# ---- block 1 ----
Fig. 1: block 1, selected gate families
(4 px per um)
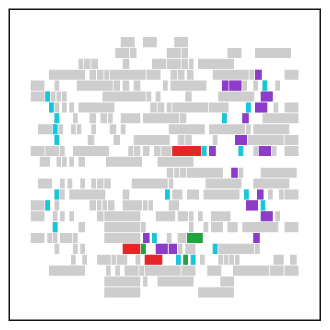

### config.mk
export PLATFORM = sky130hd
export DESIGN_NAME = serial_add_sub_ctrl
export DESIGN_NICKNAME = d
export VERILOG_FILES = /design/src/rtl/serial_add_sub_ctrl.sv
export SDC_FILE = /design/constraint.sdc
export NUM_CORES = 1
export LEC_CHECK = 0
export ABC_AREA = 1
export CELL_PAD_IN_SITES_DETAIL_PLACEMENT = 0
export CELL_PAD_IN_SITES_GLOBAL_PLACEMENT = 1
export CORE_MARGIN = 5
export CORE_UTILIZATION = 40
export CTS_BUF_LIST = sky130_fd_sc_hd__clkbuf_2 sky130_fd_sc_hd__clkbuf_4 sky130_fd_sc_hd__clkbuf_8
export DETAILED_ROUTE_END_ITERATION = 10
export HOLD_SLACK_MARGIN = 0.03
export PLACE_DENSITY_LB_ADDON = 0.1
export SYNTH_ARGS = -nofsm -noshare
export SYNTH_HDL_FRONTEND = slang
export SYNTH_SLANG_ARGS = --single-unit
### constraint.sdc
create_clock -name clk -period 1.7 [get_ports clk]
set_input_delay 0.17 -clock clk [delete_from_list [all_inputs] [get_ports clk]]
set_output_delay 0.17 -clock clk [all_outputs]
set_load 0.005 [all_outputs]
### src/rtl/serial_add_sub_ctrl.sv
// Bit-serial add/sub sequencer: one full-adder cell, LSB first, WIDTH edges from accept to done.
// No backpressure: start is accepted only in IDLE/DONE and is ignored while busy; nothing is queued.
module serial_add_sub_ctrl #(
    parameter int WIDTH = 8
) (
    input  logic             clk,
    input  logic             rst_n,
    input  logic             start,
    input  logic             sub,
    input  logic [WIDTH-1:0] a,
    input  logic [WIDTH-1:0] b,
    output logic             busy,
    output logic             done,
    output logic [WIDTH-1:0] s,
    output logic             c,
    output logic             ovf
);

    localparam int CW = (WIDTH > 2) ? $clog2(WIDTH) : 1;

    typedef enum logic [1:0] {
        ST_IDLE = 2'd0,
        ST_RUN  = 2'd1,
        ST_DONE = 2'd2
    } state_t;

    state_t           r_state;
    state_t           w_next;
    logic [WIDTH-1:0] r_a_sh;
    logic [WIDTH-1:0] r_b_sh;
    logic [WIDTH-1:0] r_res;
    logic [WIDTH-1:0] r_s;
    logic [CW-1:0]    r_cnt;
    logic             r_cy;
    logic             r_c;
    logic             r_ovf;

    logic             w_accept;
    logic             w_last;
    logic             w_bit;
    logic             w_cout;

    assign w_accept = (r_state != ST_RUN) && start;
    assign w_last   = (r_state == ST_RUN) && (r_cnt == CW'(WIDTH - 1));
    assign w_bit    = r_a_sh[0] ^ r_b_sh[0] ^ r_cy;
    assign w_cout   = (r_a_sh[0] & r_b_sh[0]) | (r_a_sh[0] & r_cy) | (r_b_sh[0] & r_cy);

    always_ff @(posedge clk or negedge rst_n) begin
        if (!rst_n) begin
            r_state <= ST_IDLE;
        end else begin
            r_state <= w_next;
        end
    end

    always_comb begin
        w_next = r_state;
        case (r_state)
            ST_IDLE: w_next = start ? ST_RUN : ST_IDLE;
            ST_RUN:  w_next = w_last ? ST_DONE : ST_RUN;
            ST_DONE: w_next = start ? ST_RUN : ST_IDLE;
            default: w_next = ST_IDLE;
        endcase
    end

    always_comb begin
        busy = 1'b0;
        done = 1'b0;
        case (r_state)
            ST_RUN:  busy = 1'b1;
            ST_DONE: done = 1'b1;
            default: ;
        endcase
    end

    // Subtraction loads ~b with carry-in 1, so the cell always adds.
    always_ff @(posedge clk or negedge rst_n) begin
        if (!rst_n) begin
            r_a_sh <= '0;
            r_b_sh <= '0;
            r_res  <= '0;
            r_cnt  <= '0;
            r_cy   <= 1'b0;
            r_s    <= '0;
            r_c    <= 1'b0;
            r_ovf  <= 1'b0;
        end else if (w_accept) begin
            r_a_sh <= a;
            r_b_sh <= sub ? ~b : b;
            r_cy   <= sub;
            r_cnt  <= '0;
        end else if (r_state == ST_RUN) begin
            r_a_sh <= r_a_sh >> 1;
            r_b_sh <= r_b_sh >> 1;
            r_res  <= {w_bit, r_res[WIDTH-1:1]};
            r_cy   <= w_cout;
            r_cnt  <= r_cnt + 1'b1;
            if (w_last) begin
                r_s   <= {w_bit, r_res[WIDTH-1:1]};
                r_c   <= w_cout;
                r_ovf <= r_cy ^ w_cout;
            end
        end
    end

    assign s   = r_s;
    assign c   = r_c;
    assign ovf = r_ovf;

endmodule
# ---- block 2 ----
## config.mk

```make
export PLATFORM = sky130hd
export DESIGN_NAME = disparity_normalizer
export DESIGN_NICKNAME = d
export VERILOG_FILES = /design/src/rtl/disparity_pkg.sv /design/src/rtl/seq_divider.sv /design/src/rtl/disparity_normalizer.sv
export SDC_FILE = /design/constraint.sdc
export NUM_CORES = 1
export LEC_CHECK = 0
export ABC_AREA = 1
export CORE_MARGIN = 2
export CORE_UTILIZATION = 35
export DETAILED_ROUTE_END_ITERATION = 8
export PLACE_DENSITY = 0.6
export SLEW_MARGIN = 0
export SYNTH_ARGS = -nofsm -noshare
export SYNTH_HDL_FRONTEND = slang
export SYNTH_SLANG_ARGS = --single-unit
```

## constraint.sdc

```tcl
create_clock -name clk -period 3.15 [get_ports clk]
set_clock_uncertainty 0.05 [all_clocks]
set_input_delay 0.7875 -clock clk [delete_from_list [all_inputs] [get_ports clk]]
set_output_delay 0.7875 -clock clk [all_outputs]
set_load 0.05 [all_outputs]
```

## src/rtl/disparity_pkg.sv

```systemverilog
// Shared types and width helpers for the disparity normalizer and its divider.
// Pure declarations: no latency, no flow control.
package disparity_pkg;

    typedef enum logic [1:0] {
        IDLE,
        DIV,
        DONE
    } div_state_t;

    function automatic int num_width(input int disp_bits, input int group_size);
        return 8 + disp_bits + $clog2(group_size);
    endfunction

    function automatic int den_width(input int group_size);
        return 8 + $clog2(group_size);
    endfunction

endpackage

```

## src/rtl/seq_divider.sv

```systemverilog
// Restoring unsigned divider, one quotient bit per cycle MSB first; done asserts quot_bits+1 cycles after start.
// No backpressure: start is honoured in IDLE or DONE and ignored while busy.
module seq_divider
    import disparity_pkg::*;
#(
    parameter int dividend_bits = 16,
    parameter int divisor_bits  = 11,
    parameter int quot_bits     = 5
) (
    input  logic                     clk,
    input  logic                     reset_n,
    input  logic                     start,
    input  logic [dividend_bits-1:0] dividend,
    input  logic [divisor_bits-1:0]  divisor,
    output logic                     busy,
    output logic                     done,
    output logic [quot_bits-1:0]     quotient
);

    localparam int RW = dividend_bits;
    localparam int SW = dividend_bits + 1;
    localparam int IW = $clog2(quot_bits + 1);

    div_state_t state, state_nxt;

    logic [RW-1:0]        rem;
    logic [quot_bits-1:0] dvd_lo;
    logic [divisor_bits-1:0] dvs;
    logic [quot_bits-1:0] quot;
    logic [IW-1:0]        iter;
    logic                 sat;
    logic                 zero;

    logic [SW-1:0] shifted;
    logic          fits;
    logic          accept;

    assign shifted = {rem, dvd_lo[quot_bits-1]};
    assign fits    = shifted >= SW'(dvs);
    assign accept  = start && (state != DIV);

    always_comb begin
        state_nxt = state;
        busy      = 1'b0;
        done      = 1'b0;
        case (state)
            IDLE: begin
                if (start) state_nxt = DIV;
            end
            DIV: begin
                busy = 1'b1;
                if (iter == IW'(quot_bits - 1)) state_nxt = DONE;
            end
            DONE: begin
                done      = 1'b1;
                state_nxt = start ? DIV : IDLE;
            end
            default: state_nxt = IDLE;
        endcase
    end

    always_ff @(posedge clk) begin
        if (!reset_n) state <= IDLE;
        else          state <= state_nxt;
    end

    // The upper dividend bits seed the remainder; if they already reach the
    // divisor the quotient cannot fit in quot_bits and is saturated.
    always_ff @(posedge clk) begin
        if (!reset_n) begin
            rem    <= '0;
            dvd_lo <= '0;
            dvs    <= '0;
            quot   <= '0;
            iter   <= '0;
            sat    <= 1'b0;
            zero   <= 1'b0;
        end else if (accept) begin
            rem    <= dividend >> quot_bits;
            dvd_lo <= dividend[quot_bits-1:0];
            dvs    <= divisor;
            quot   <= '0;
            iter   <= '0;
            zero   <= (divisor == '0);
            sat    <= (dividend >> quot_bits) >= RW'(divisor);
        end else if (state == DIV) begin
            iter   <= iter + IW'(1);
            dvd_lo <= dvd_lo << 1;
            if (!zero) begin
                rem  <= fits ? RW'(shifted - SW'(dvs)) : RW'(shifted);
                quot <= (quot << 1) | quot_bits'(fits);
            end
        end
    end

    assign quotient = zero ? '0 : (sat ? '1 : quot);

endmodule

```

## src/rtl/disparity_normalizer.sv

```systemverilog
// Group-averages weighted disparity: disp_out = sum(disp*conf)/sum(conf), out_valid disp_bits+1 cycles after the completing sample.
// No backpressure: a group finishing while the divider is busy is dropped and flags overrun.
module disparity_normalizer
    import disparity_pkg::*;
#(
    parameter int disp_bits        = 5,
    parameter int group_size       = 8,
    parameter bit check_group_size = 1'b1
) (
    input  logic                   clk,
    input  logic                   reset_n,
    input  logic [8+disp_bits-1:0] disp_conf_in,
    input  logic [7:0]             conf_in,
    input  logic                   in_valid,
    input  logic                   line_start,
    output logic [disp_bits-1:0]   disp_out,
    output logic [7:0]             conf_out,
    output logic                   out_valid,
    output logic                   overrun
);

    localparam int CW = $clog2(group_size);
    localparam int NW = num_width(disp_bits, group_size);
    localparam int DW = den_width(group_size);

    // Groups must arrive no faster than the divider can drain them.
    if (check_group_size &&
        ((group_size < disp_bits + 2) || ((1 << CW) != group_size))) begin : g_bad_group
        $error("disparity_normalizer: group_size must be a power of 2 and >= disp_bits+2");
    end

    logic [NW-1:0]        num_acc;
    logic [DW-1:0]        den_acc;
    logic [CW-1:0]        count;
    logic [7:0]           conf_hold;

    logic [NW-1:0]        num_next;
    logic [DW-1:0]        den_next;
    logic                 complete;
    logic                 start;
    logic                 div_busy;
    logic                 div_done;
    logic [disp_bits-1:0] quotient;

    assign num_next = num_acc + NW'(disp_conf_in);
    assign den_next = den_acc + DW'(conf_in);
    assign complete = in_valid && !line_start && (count == CW'(group_size - 1));
    assign start    = complete && !div_busy;

    seq_divider #(
        .dividend_bits (NW),
        .divisor_bits  (DW),
        .quot_bits     (disp_bits)
    ) u_div (
        .clk      (clk),
        .reset_n  (reset_n),
        .start    (start),
        .dividend (num_next),
        .divisor  (den_next),
        .busy     (div_busy),
        .done     (div_done),
        .quotient (quotient)
    );

    always_ff @(posedge clk) begin
        if (!reset_n) begin
            num_acc   <= '0;
            den_acc   <= '0;
            count     <= '0;
            conf_hold <= '0;
            disp_out  <= '0;
            conf_out  <= '0;
            out_valid <= 1'b0;
            overrun   <= 1'b0;
        end else begin
            if (line_start || complete) begin
                num_acc <= '0;
                den_acc <= '0;
                count   <= '0;
            end else if (in_valid) begin
                num_acc <= num_next;
                den_acc <= den_next;
                count   <= count + CW'(1);
            end
            // Mean confidence is captured with the dividend so back-to-back groups stay paired.
            if (start) conf_hold <= den_next[DW-1:CW];
            if (complete && div_busy) overrun <= 1'b1;
            out_valid <= div_done;
            if (div_done) begin
                disp_out <= quotient;
                conf_out <= conf_hold;
            end
        end
    end

endmodule

```

# ---- block 3 ----
[src/rtl/iterative_divider.sv]
// RV32M restoring divider: DIV/DIVU/REM/REMU with valid/ready on both sides.
// One quotient bit per cycle through the shared execute-stage subtractor.

module subtractor #(
  parameter int W = 33
) (
  input  logic         enable_i,
  input  logic [W-1:0] data0_i,
  input  logic [W-1:0] data1_i,
  output logic [W-1:0] result_o
);

  assign result_o = enable_i ? (data0_i - data1_i) : '0;

endmodule

module iterative_divider #(
  parameter int DW = 32
) (
  input  logic          clk_i,
  input  logic          rst_ni,
  input  logic          valid_i,
  output logic          ready_o,
  input  logic [1:0]    op_i,
  input  logic [DW-1:0] dividend_i,
  input  logic [DW-1:0] divisor_i,
  output logic          valid_o,
  input  logic          ready_i,
  output logic [DW-1:0] result_o,
  output logic          busy_o
);

  localparam int CW = $clog2(DW);

  typedef enum logic [1:0] {IDLE, CALC, FIX, DONE} state_t;

  state_t        state_q, state_d;
  logic [CW-1:0] cnt_q;
  logic [DW-1:0] rem_q, quo_q, div_q, result_q;
  logic          quo_neg_q, rem_neg_q, sel_rem_q;

  logic          accept, signed_op, a_neg, b_neg;
  logic          div_zero, overflow, special;
  logic [DW-1:0] abs_a, abs_b, special_res;
  logic [DW:0]   shifted, diff;
  logic          sub_en, diff_nonneg;
  logic [DW-1:0] rem_next, quo_next, rem_final, quo_final;

  assign accept    = valid_i && (state_q == IDLE);
  assign signed_op = ~op_i[0];
  assign a_neg     = signed_op & dividend_i[DW-1];
  assign b_neg     = signed_op & divisor_i[DW-1];
  assign abs_a     = a_neg ? (~dividend_i + 1'b1) : dividend_i;
  assign abs_b     = b_neg ? (~divisor_i + 1'b1) : divisor_i;

  assign div_zero  = (divisor_i == '0);
  assign overflow  = signed_op && (dividend_i == {1'b1, {(DW-1){1'b0}}}) && (divisor_i == '1);
  assign special   = div_zero || overflow;

  // Divide-by-zero wins over overflow; RISC-V results bypass the iteration entirely
  always_comb begin
    special_res = '0;
    if (div_zero)
      special_res = op_i[1] ? dividend_i : '1;
    else
      special_res = op_i[1] ? '0 : dividend_i;
  end

  // Trial subtraction on DW+1 bits so the borrow is the MSB even for full-range unsigned divisors
  assign shifted     = {rem_q, quo_q[DW-1]};
  assign sub_en      = (state_q == CALC);
  assign diff_nonneg = ~diff[DW];
  assign rem_next    = diff_nonneg ? diff[DW-1:0] : shifted[DW-1:0];
  assign quo_next    = {quo_q[DW-2:0], diff_nonneg};
  assign quo_final   = quo_neg_q ? (~quo_q + 1'b1) : quo_q;
  assign rem_final   = rem_neg_q ? (~rem_q + 1'b1) : rem_q;

  subtractor #(.W(DW + 1)) u_sub (
    .enable_i (sub_en),
    .data0_i  (shifted),
    .data1_i  ({1'b0, div_q}),
    .result_o (diff)
  );

  always_ff @(posedge clk_i or negedge rst_ni) begin
    if (!rst_ni) state_q <= IDLE;
    else         state_q <= state_d;
  end

  always_comb begin
    state_d = state_q;
    case (state_q)
      IDLE: if (accept) state_d = special ? DONE : CALC;
      CALC: if (cnt_q == CW'(DW - 1)) state_d = FIX;
      FIX:  state_d = DONE;
      DONE: if (ready_i) state_d = IDLE;
      default: state_d = IDLE;
    endcase
  end

  always_ff @(posedge clk_i or negedge rst_ni) begin
    if (!rst_ni) begin
      cnt_q     <= '0;
      rem_q     <= '0;
      quo_q     <= '0;
      div_q     <= '0;
      result_q  <= '0;
      quo_neg_q <= 1'b0;
      rem_neg_q <= 1'b0;
      sel_rem_q <= 1'b0;
    end else begin
      case (state_q)
        IDLE: begin
          if (accept) begin
            if (special) begin
              result_q <= special_res;
            end else begin
              rem_q     <= '0;
              quo_q     <= abs_a;
              div_q     <= abs_b;
              cnt_q     <= '0;
              quo_neg_q <= a_neg ^ b_neg;
              rem_neg_q <= a_neg;
              sel_rem_q <= op_i[1];
            end
          end
        end
        CALC: begin
          rem_q <= rem_next;
          quo_q <= quo_next;
          cnt_q <= cnt_q + CW'(1);
        end
        FIX: result_q <= sel_rem_q ? rem_final : quo_final;
        default: ;
      endcase
    end
  end

  assign ready_o  = (state_q == IDLE);
  assign busy_o   = (state_q != IDLE);
  assign valid_o  = (state_q == DONE);
  assign result_o = result_q;

endmodule

[config.mk]
export PLATFORM = sky130hd
export DESIGN_NAME = iterative_divider
export DESIGN_NICKNAME = d
export VERILOG_FILES = /design/src/rtl/iterative_divider.sv
export SDC_FILE = /design/constraint.sdc
export NUM_CORES = 1
export LEC_CHECK = 0
export CAP_MARGIN = 25
export CELL_PAD_IN_SITES_DETAIL_PLACEMENT = 1
export CELL_PAD_IN_SITES_GLOBAL_PLACEMENT = 2
export CORE_ASPECT_RATIO = 1.75
export CORE_MARGIN = 10
export CORE_UTILIZATION = 38
export CTS_BUF_LIST = sky130_fd_sc_hd__clkbuf_4
export DETAILED_ROUTE_END_ITERATION = 6
export GPL_TIMING_DRIVEN = 1
export PLACE_DENSITY_LB_ADDON = 0.2
export SLEW_MARGIN = 25
export SYNTH_ARGS = -nofsm -noshare
export SYNTH_HDL_FRONTEND = slang
export SYNTH_SLANG_ARGS = --single-unit
export TNS_END_PERCENT = 50
[constraint.sdc]
create_clock -name clk_i -period 7.29 [get_ports clk_i]
set_clock_uncertainty 0.15 [all_clocks]
set_input_delay 1.0935 -clock clk_i [delete_from_list [all_inputs] [get_ports clk_i]]
set_output_delay 1.0935 -clock clk_i [all_outputs]
set_load 0.05 [all_outputs]

==> notes/layouts.md <==
Pictures saved along the way, in no particular order.

Zoomed window.
shot_01.png
Window x 24 to 54, y 24 to 54 um. Cells in grey, sequential cells in the stronger grey; small squares are vias.
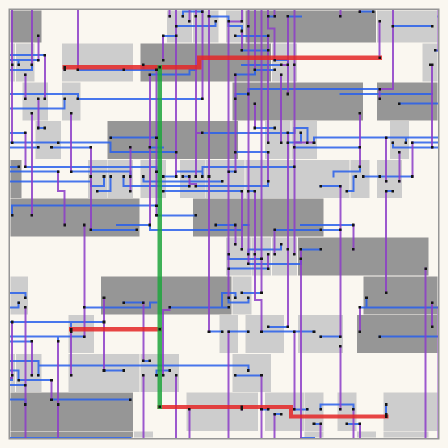
shot_02.png
Window x 60 to 90, y 109 to 139 um. Cells in grey, sequential cells in the stronger grey; small squares are vias.
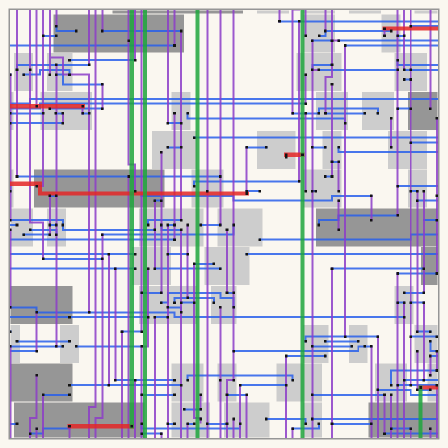
shot_03.png
Window x 52 to 82, y 52 to 82 um. Cells in grey, sequential cells in the stronger grey; small squares are vias.
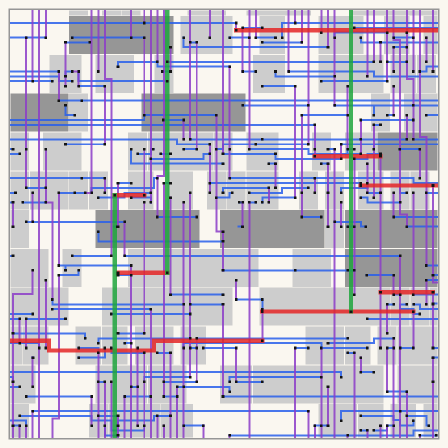
Block 3 is shot_02.png.
Block 2 is shot_03.png.
Block 1 is shot_01.png.

Key to shot_01.png:
M3 -> red
M4 -> green
M1 -> blue
M2 -> purple
cells with their middle in the window = 52
most frequent = nand3_1 (14), nand2_1 (11), dfrtp_1 (11)
sequential cells in the window = 11
netlist names of flops here include = r_a_sh (4), r_b_sh (3), r_res (2)

Fig. 2: block 3, wire density map
(1.5 px per um) 15 x 25 tiles, from dark purple (low) to yellow (high), scaled to the fullest tile. Values are wire area over tile area, all layers added.
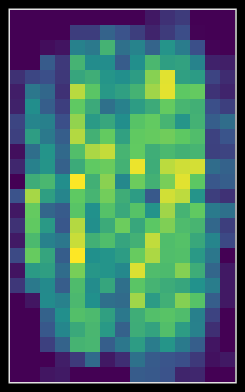
mean over tiles = 0.16
emptiest ninth of the die = north-west
fullest tile = 0.38
drt wl/cell: 20.5 um
via count: 11030
GRT Total Usage: 21.3%
final wirelength: 39.2 mm

==> results.txt, block 3 <==
run results: Non-clock inverters=approximately 54, core footprint=between 20000 and 30000 um2, final max-slew violation count=0, RSZ-0062 raised after global routing=false, # IOs=105, P_seq=around 1600 uW, # DRC=0, global routing's busiest layer=met2, yosys xor share=11.3%, combinational power=4190 uW, Avg Cell Area, Syn=7.65 um2, final-layout non-clock buffer area share=under 10%, status=completed, Commonest Layout Cell=nor2_1, fraction of area in registers=~27%, dpl cells=1882, ys flop type=dfrtp_1, smallest hold slack=~330 ps, clock-cell share of area=roughly 2.4%, tool warnings=32, Setup TNS=0 ps, Top non-seq family=AND-OR/OR-AND gates, Post-synth EDFFs=0, met1 Usage GRT=between 20% and 30%, area post-placement=about 13000 um2, Least-Margin Pin Slew=961 ps, ANT nets after route=0, largest net degree at the start of global routing=101, Worst Path Buf+Inv=3, share of layout cells above drive strength 1=roughly 4.9%, Worst slew margin=roughly 36%, Worst Setup EP=cnt_q[3], mux share=~2.8%, Crit. End Element=register, Commonest cells post-synth=nor2_1 (204), a21oi_1 (148), nand2_1 (142), P_int=between 2000 and 3000 uW, register share of total power=roughly a quarter, total gr overflow=0
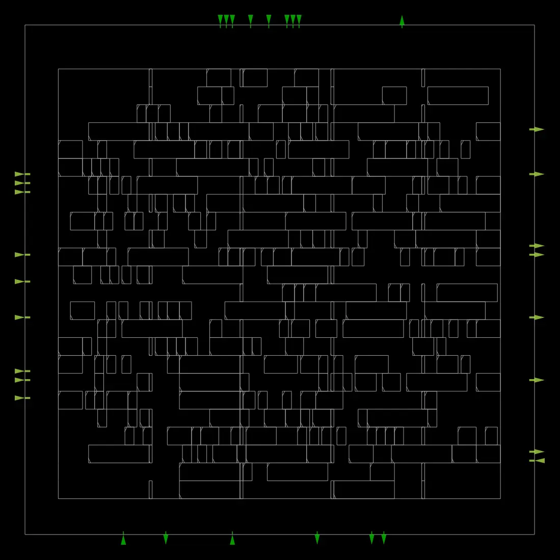
Fig. 3. Cell placement (block 1).
Flops: 39
tap cells: 52
fraction of area in registers: 42.3%
Non-Filler Instances: 304
core footprint: 4380 um2

Notes on Fig. 1 above:
inv cells -> cyan  # cells 20, most used inv_1
fa/ha/maj cells -> red  # cells 3, most used ha_1
aoi and oai cells -> purple  # cells 17
nor cells -> green  # cells 3, most used nor2_1
Commonest Layout Cell: nand2_1
logic share of the area: 30.1%

==> results.txt, block 1 <==
run results: DR WL met2=approximately 1.9 mm, clock-cell share of area=4.89%, TritonCTS Buffers=5, library cells used by synthesis=20, final net count=about 270, Final min period=between 1500 and 2000 ps, min-delay src=a[7], peak supply drop=around 540 uV, period utilization=a little over nine tenths, crit-path cells=inv_1 > nor2_4 > clkdlybuf4s50_1, maximum fanout along the worst path=6, status=completed, CP max stage delay=530 ps, Design Area, Final=2300 um2, row cnt=24
Fig. 4: block 2, metal layers overlaid
(3 px per um) Two of the layers only.
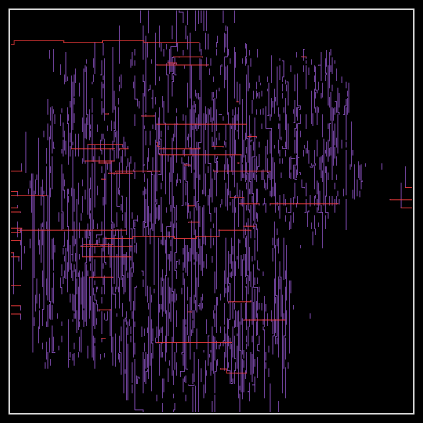
M2 -> purple  # wire length 7630 um
M3 -> red  # wire length 567 um
final wirelength: 16.5 mm
via count: 5899

==> results.txt, block 2 <==
run results: clock tree root driver cell=clkbuf_16, Initial Utilization=between 30% and 40%, FF-to-FF End=u_div.sat, endpoints failing hold=0, Top Layer Used=met4, Hold Crit Endpoint=disp_out[2], die span in y=about 130 um, min-delay src=disp_out[2], Commonest cells post-synth=nand2_1 (262), inv_1 (119), dfxtp_1 (89), sequential-to-total area share from yosys stat=30.0%, combinational power share=20.5%, final max-slew violation count=0, share of layout cells above drive strength 1=a little over a fifth, dpl cells=about 1200, Flops=around 90, vias in the first global route=5417, Top non-seq family=simple AND/OR/NAND/NOR gates, # IOs=40, status=completed, crit path kind=in -> reg, P_seq=1160 uW, Synth top cell by count=nand2_1, HPWL after DPL=12.7 mm, r2r setup slk=around 500 ps, Antenna diodes=0, Worst Path Buf+Inv=3, peak supply drop=slightly below 300 uV, Final setup viols=0, P_int=2060 uW, FF-to-FF path depth=17

# ---- block 4 ----
Fig. 5: block 4, selected gate families
(4 px per um)
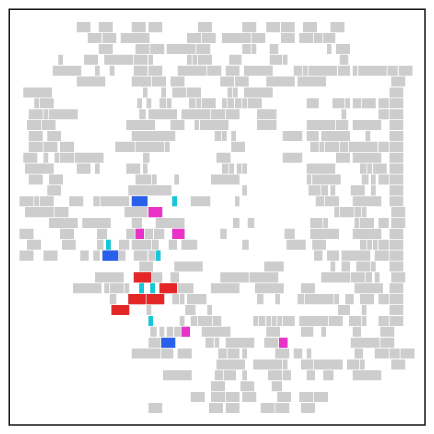
--- config.mk ---
export PLATFORM = sky130hd
export DESIGN_NAME = sel_fetch
export DESIGN_NICKNAME = d
export VERILOG_FILES = /design/src/rtl/sel_fetch.sv
export SDC_FILE = /design/constraint.sdc
export NUM_CORES = 1
export LEC_CHECK = 0
export CAP_MARGIN = 20
export CORE_MARGIN = 2
export CORE_UTILIZATION = 25
export DETAILED_ROUTE_END_ITERATION = 6
export GPL_TIMING_DRIVEN = 0
export PLACE_DENSITY = 0.61
export SKIP_CTS_REPAIR_TIMING = 1
export SLEW_MARGIN = 25
export SYNTH_ARGS = -nofsm -noshare
export SYNTH_HDL_FRONTEND = slang
export SYNTH_SLANG_ARGS = --single-unit
--- constraint.sdc ---
create_clock -name clk -period 4.3 [get_ports clk]
set_input_delay 1.29 -clock clk [delete_from_list [all_inputs] [get_ports clk]]
set_output_delay 1.29 -clock clk [all_outputs]
set_load 0.1 [all_outputs]
--- src/rtl/sel_fetch.sv ---
// Command-fetch sequencer: reads the word at the start-register address, hands ordinary
// commands to the PU and resolves jump/halt itself by steering the start register.
module sel_fetch #(
    parameter int         WORD_W  = 36,
    parameter logic [5:0] OP_JMP  = 6'o16,
    parameter logic [5:0] OP_JCND = 6'o17,
    parameter logic [5:0] OP_HALT = 6'o77
) (
    input  logic              clk,
    input  logic              resetn,
    input  logic              start_from_pnl,
    input  logic              stop_from_pnl,
    input  logic              step_from_pnl,
    input  logic [11:0]       strt_value_from_strt,
    output logic              mem_rd_req_to_mem,
    output logic [11:0]       mem_addr_to_mem,
    input  logic              mem_rd_ack_from_mem,
    input  logic [WORD_W-1:0] mem_data_from_mem,
    output logic              cmd_valid_to_pu,
    output logic [WORD_W-1:0] cmd_word_to_pu,
    input  logic              cmd_done_from_pu,
    input  logic              cond_from_ar,
    output logic              do_inc_strt_to_strt,
    output logic              do_sel_to_strt_to_strt,
    output logic [11:0]       sel_value_to_strt,
    output logic              running_to_pnl,
    output logic              halted_to_pnl
);

    typedef enum logic [1:0] {IDLE, FETCH, EXEC, ADV} state_t;

    state_t     state;
    logic       addr_pend;
    logic       stop_pend;
    logic [5:0] opcode;

    assign opcode            = mem_data_from_mem[WORD_W-1 -: 6];
    assign sel_value_to_strt = cmd_word_to_pu[11:0];
    assign running_to_pnl    = (state != IDLE);

    // addr_pend marks the first FETCH cycle after ADV, when the start register is still updating.
    always_ff @(posedge clk) begin
        if (!resetn) begin
            state                  <= IDLE;
            addr_pend              <= 1'b0;
            stop_pend              <= 1'b0;
            halted_to_pnl          <= 1'b0;
            mem_rd_req_to_mem      <= 1'b0;
            mem_addr_to_mem        <= 12'd0;
            cmd_valid_to_pu        <= 1'b0;
            cmd_word_to_pu         <= '0;
            do_inc_strt_to_strt    <= 1'b0;
            do_sel_to_strt_to_strt <= 1'b0;
        end else begin
            do_inc_strt_to_strt    <= 1'b0;
            do_sel_to_strt_to_strt <= 1'b0;
            case (state)
                IDLE: begin
                    if (start_from_pnl && !stop_from_pnl) begin
                        state             <= FETCH;
                        mem_addr_to_mem   <= strt_value_from_strt;
                        mem_rd_req_to_mem <= 1'b1;
                        addr_pend         <= 1'b0;
                        halted_to_pnl     <= 1'b0;
                        stop_pend         <= 1'b0;
                    end
                end
                FETCH: begin
                    if (stop_from_pnl) stop_pend <= 1'b1;
                    if (addr_pend) begin
                        addr_pend         <= 1'b0;
                        mem_addr_to_mem   <= strt_value_from_strt;
                        mem_rd_req_to_mem <= 1'b1;
                    end else if (mem_rd_ack_from_mem) begin
                        mem_rd_req_to_mem <= 1'b0;
                        cmd_word_to_pu    <= mem_data_from_mem;
                        if (opcode == OP_HALT) begin
                            state         <= IDLE;
                            halted_to_pnl <= 1'b1;
                            stop_pend     <= 1'b0;
                        end else if (opcode == OP_JMP || (opcode == OP_JCND && cond_from_ar)) begin
                            state                  <= ADV;
                            do_sel_to_strt_to_strt <= 1'b1;
                        end else if (opcode == OP_JCND) begin
                            state               <= ADV;
                            do_inc_strt_to_strt <= 1'b1;
                        end else begin
                            state           <= EXEC;
                            cmd_valid_to_pu <= 1'b1;
                        end
                    end
                end
                EXEC: begin
                    if (stop_from_pnl) stop_pend <= 1'b1;
                    if (cmd_done_from_pu) begin
                        state               <= ADV;
                        cmd_valid_to_pu     <= 1'b0;
                        do_inc_strt_to_strt <= 1'b1;
                    end
                end
                ADV: begin
                    if (stop_pend || step_from_pnl || stop_from_pnl) begin
                        state     <= IDLE;
                        stop_pend <= 1'b0;
                    end else begin
                        state     <= FETCH;
                        addr_pend <= 1'b1;
                    end
                end
                default: state <= IDLE;
            endcase
        end
    end

endmodule

==> results.txt <==
run results: Tot Pwr=1990 uW, Setup TNS=0 ps, RSZ-0062 raised after global routing=false, global-route wire length before repair=11.5 mm, min-delay src=cmd_word_to_pu[29], Simple Share, Synth=20.6%, Final Util=42.1%, sequential-to-total area share from yosys stat=46.0%, total gr overflow=0, endpoints failing hold=0, largest net degree at the start of global routing=11, worst hold path type=reg -> reg, CP required=~3000 ps, crit-path cells=inv_1 > ha_1 > inv_1 > clkdlybuf4s50_1, Top non-seq family=simple AND/OR/NAND/NOR gates, CP max stage delay=between 1000 and 1500 ps, met2 Use GR=between 20 and 25%, Post-synth EDFFs=0, TritonCTS Buffers=9, Critical Path Source Type=register, GRT Total Usage=between 10% and 20%, global routing's busiest layer=met2, Commonest cells post-synth=nand2_1 (60), dfxtp_1 (57), a21oi_1 (22), status=completed
Notes on Fig. 5 above:
fa/ha/maj cells -> red  # cells 5, most used ha_1
inv cells -> cyan  # cells 6, most used inv_1
and/or cells -> magenta  # cells 5, most used and2_1, where centre
non-inverting ao/oa cells -> blue  # cells 3, most used o221a_2
logic share of the area: 27.2%
Commonest Layout Cell: clkdlybuf4s50_1



## Gallery

Wire density map.
panel A
(3 px per um) 21 x 21 tiles, from dark purple (low) to yellow (high), scaled to the fullest tile. Values are wire area over tile area, all layers added.
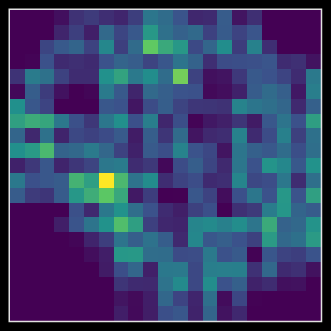
panel B
(4 px per um) 15 x 15 tiles, from dark purple (low) to yellow (high), scaled to the fullest tile. Values are wire area over tile area, all layers added.
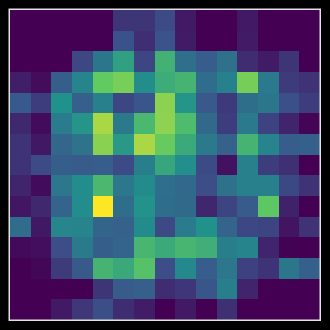
panel C
(2 px per um) 27 x 27 tiles, from dark purple (low) to yellow (high), scaled to the fullest tile. Values are wire area over tile area, all layers added.
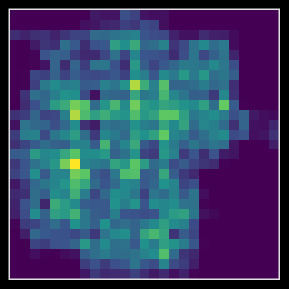
- smallest die: panel B
- largest die: panel C
| from | picture |
|---|---|
| block 1 | panel B |
| block 2 | panel C |
| block 4 | panel A |

Key to panel A:
tiles over half the peak = 8.2%
densest ninth of the die = west
nearly empty tiles = 20%
emptiest ninth of the die = south-west
fullest tile = 0.46
mean over tiles = 0.10

Power and IR drop assume default switching activity.
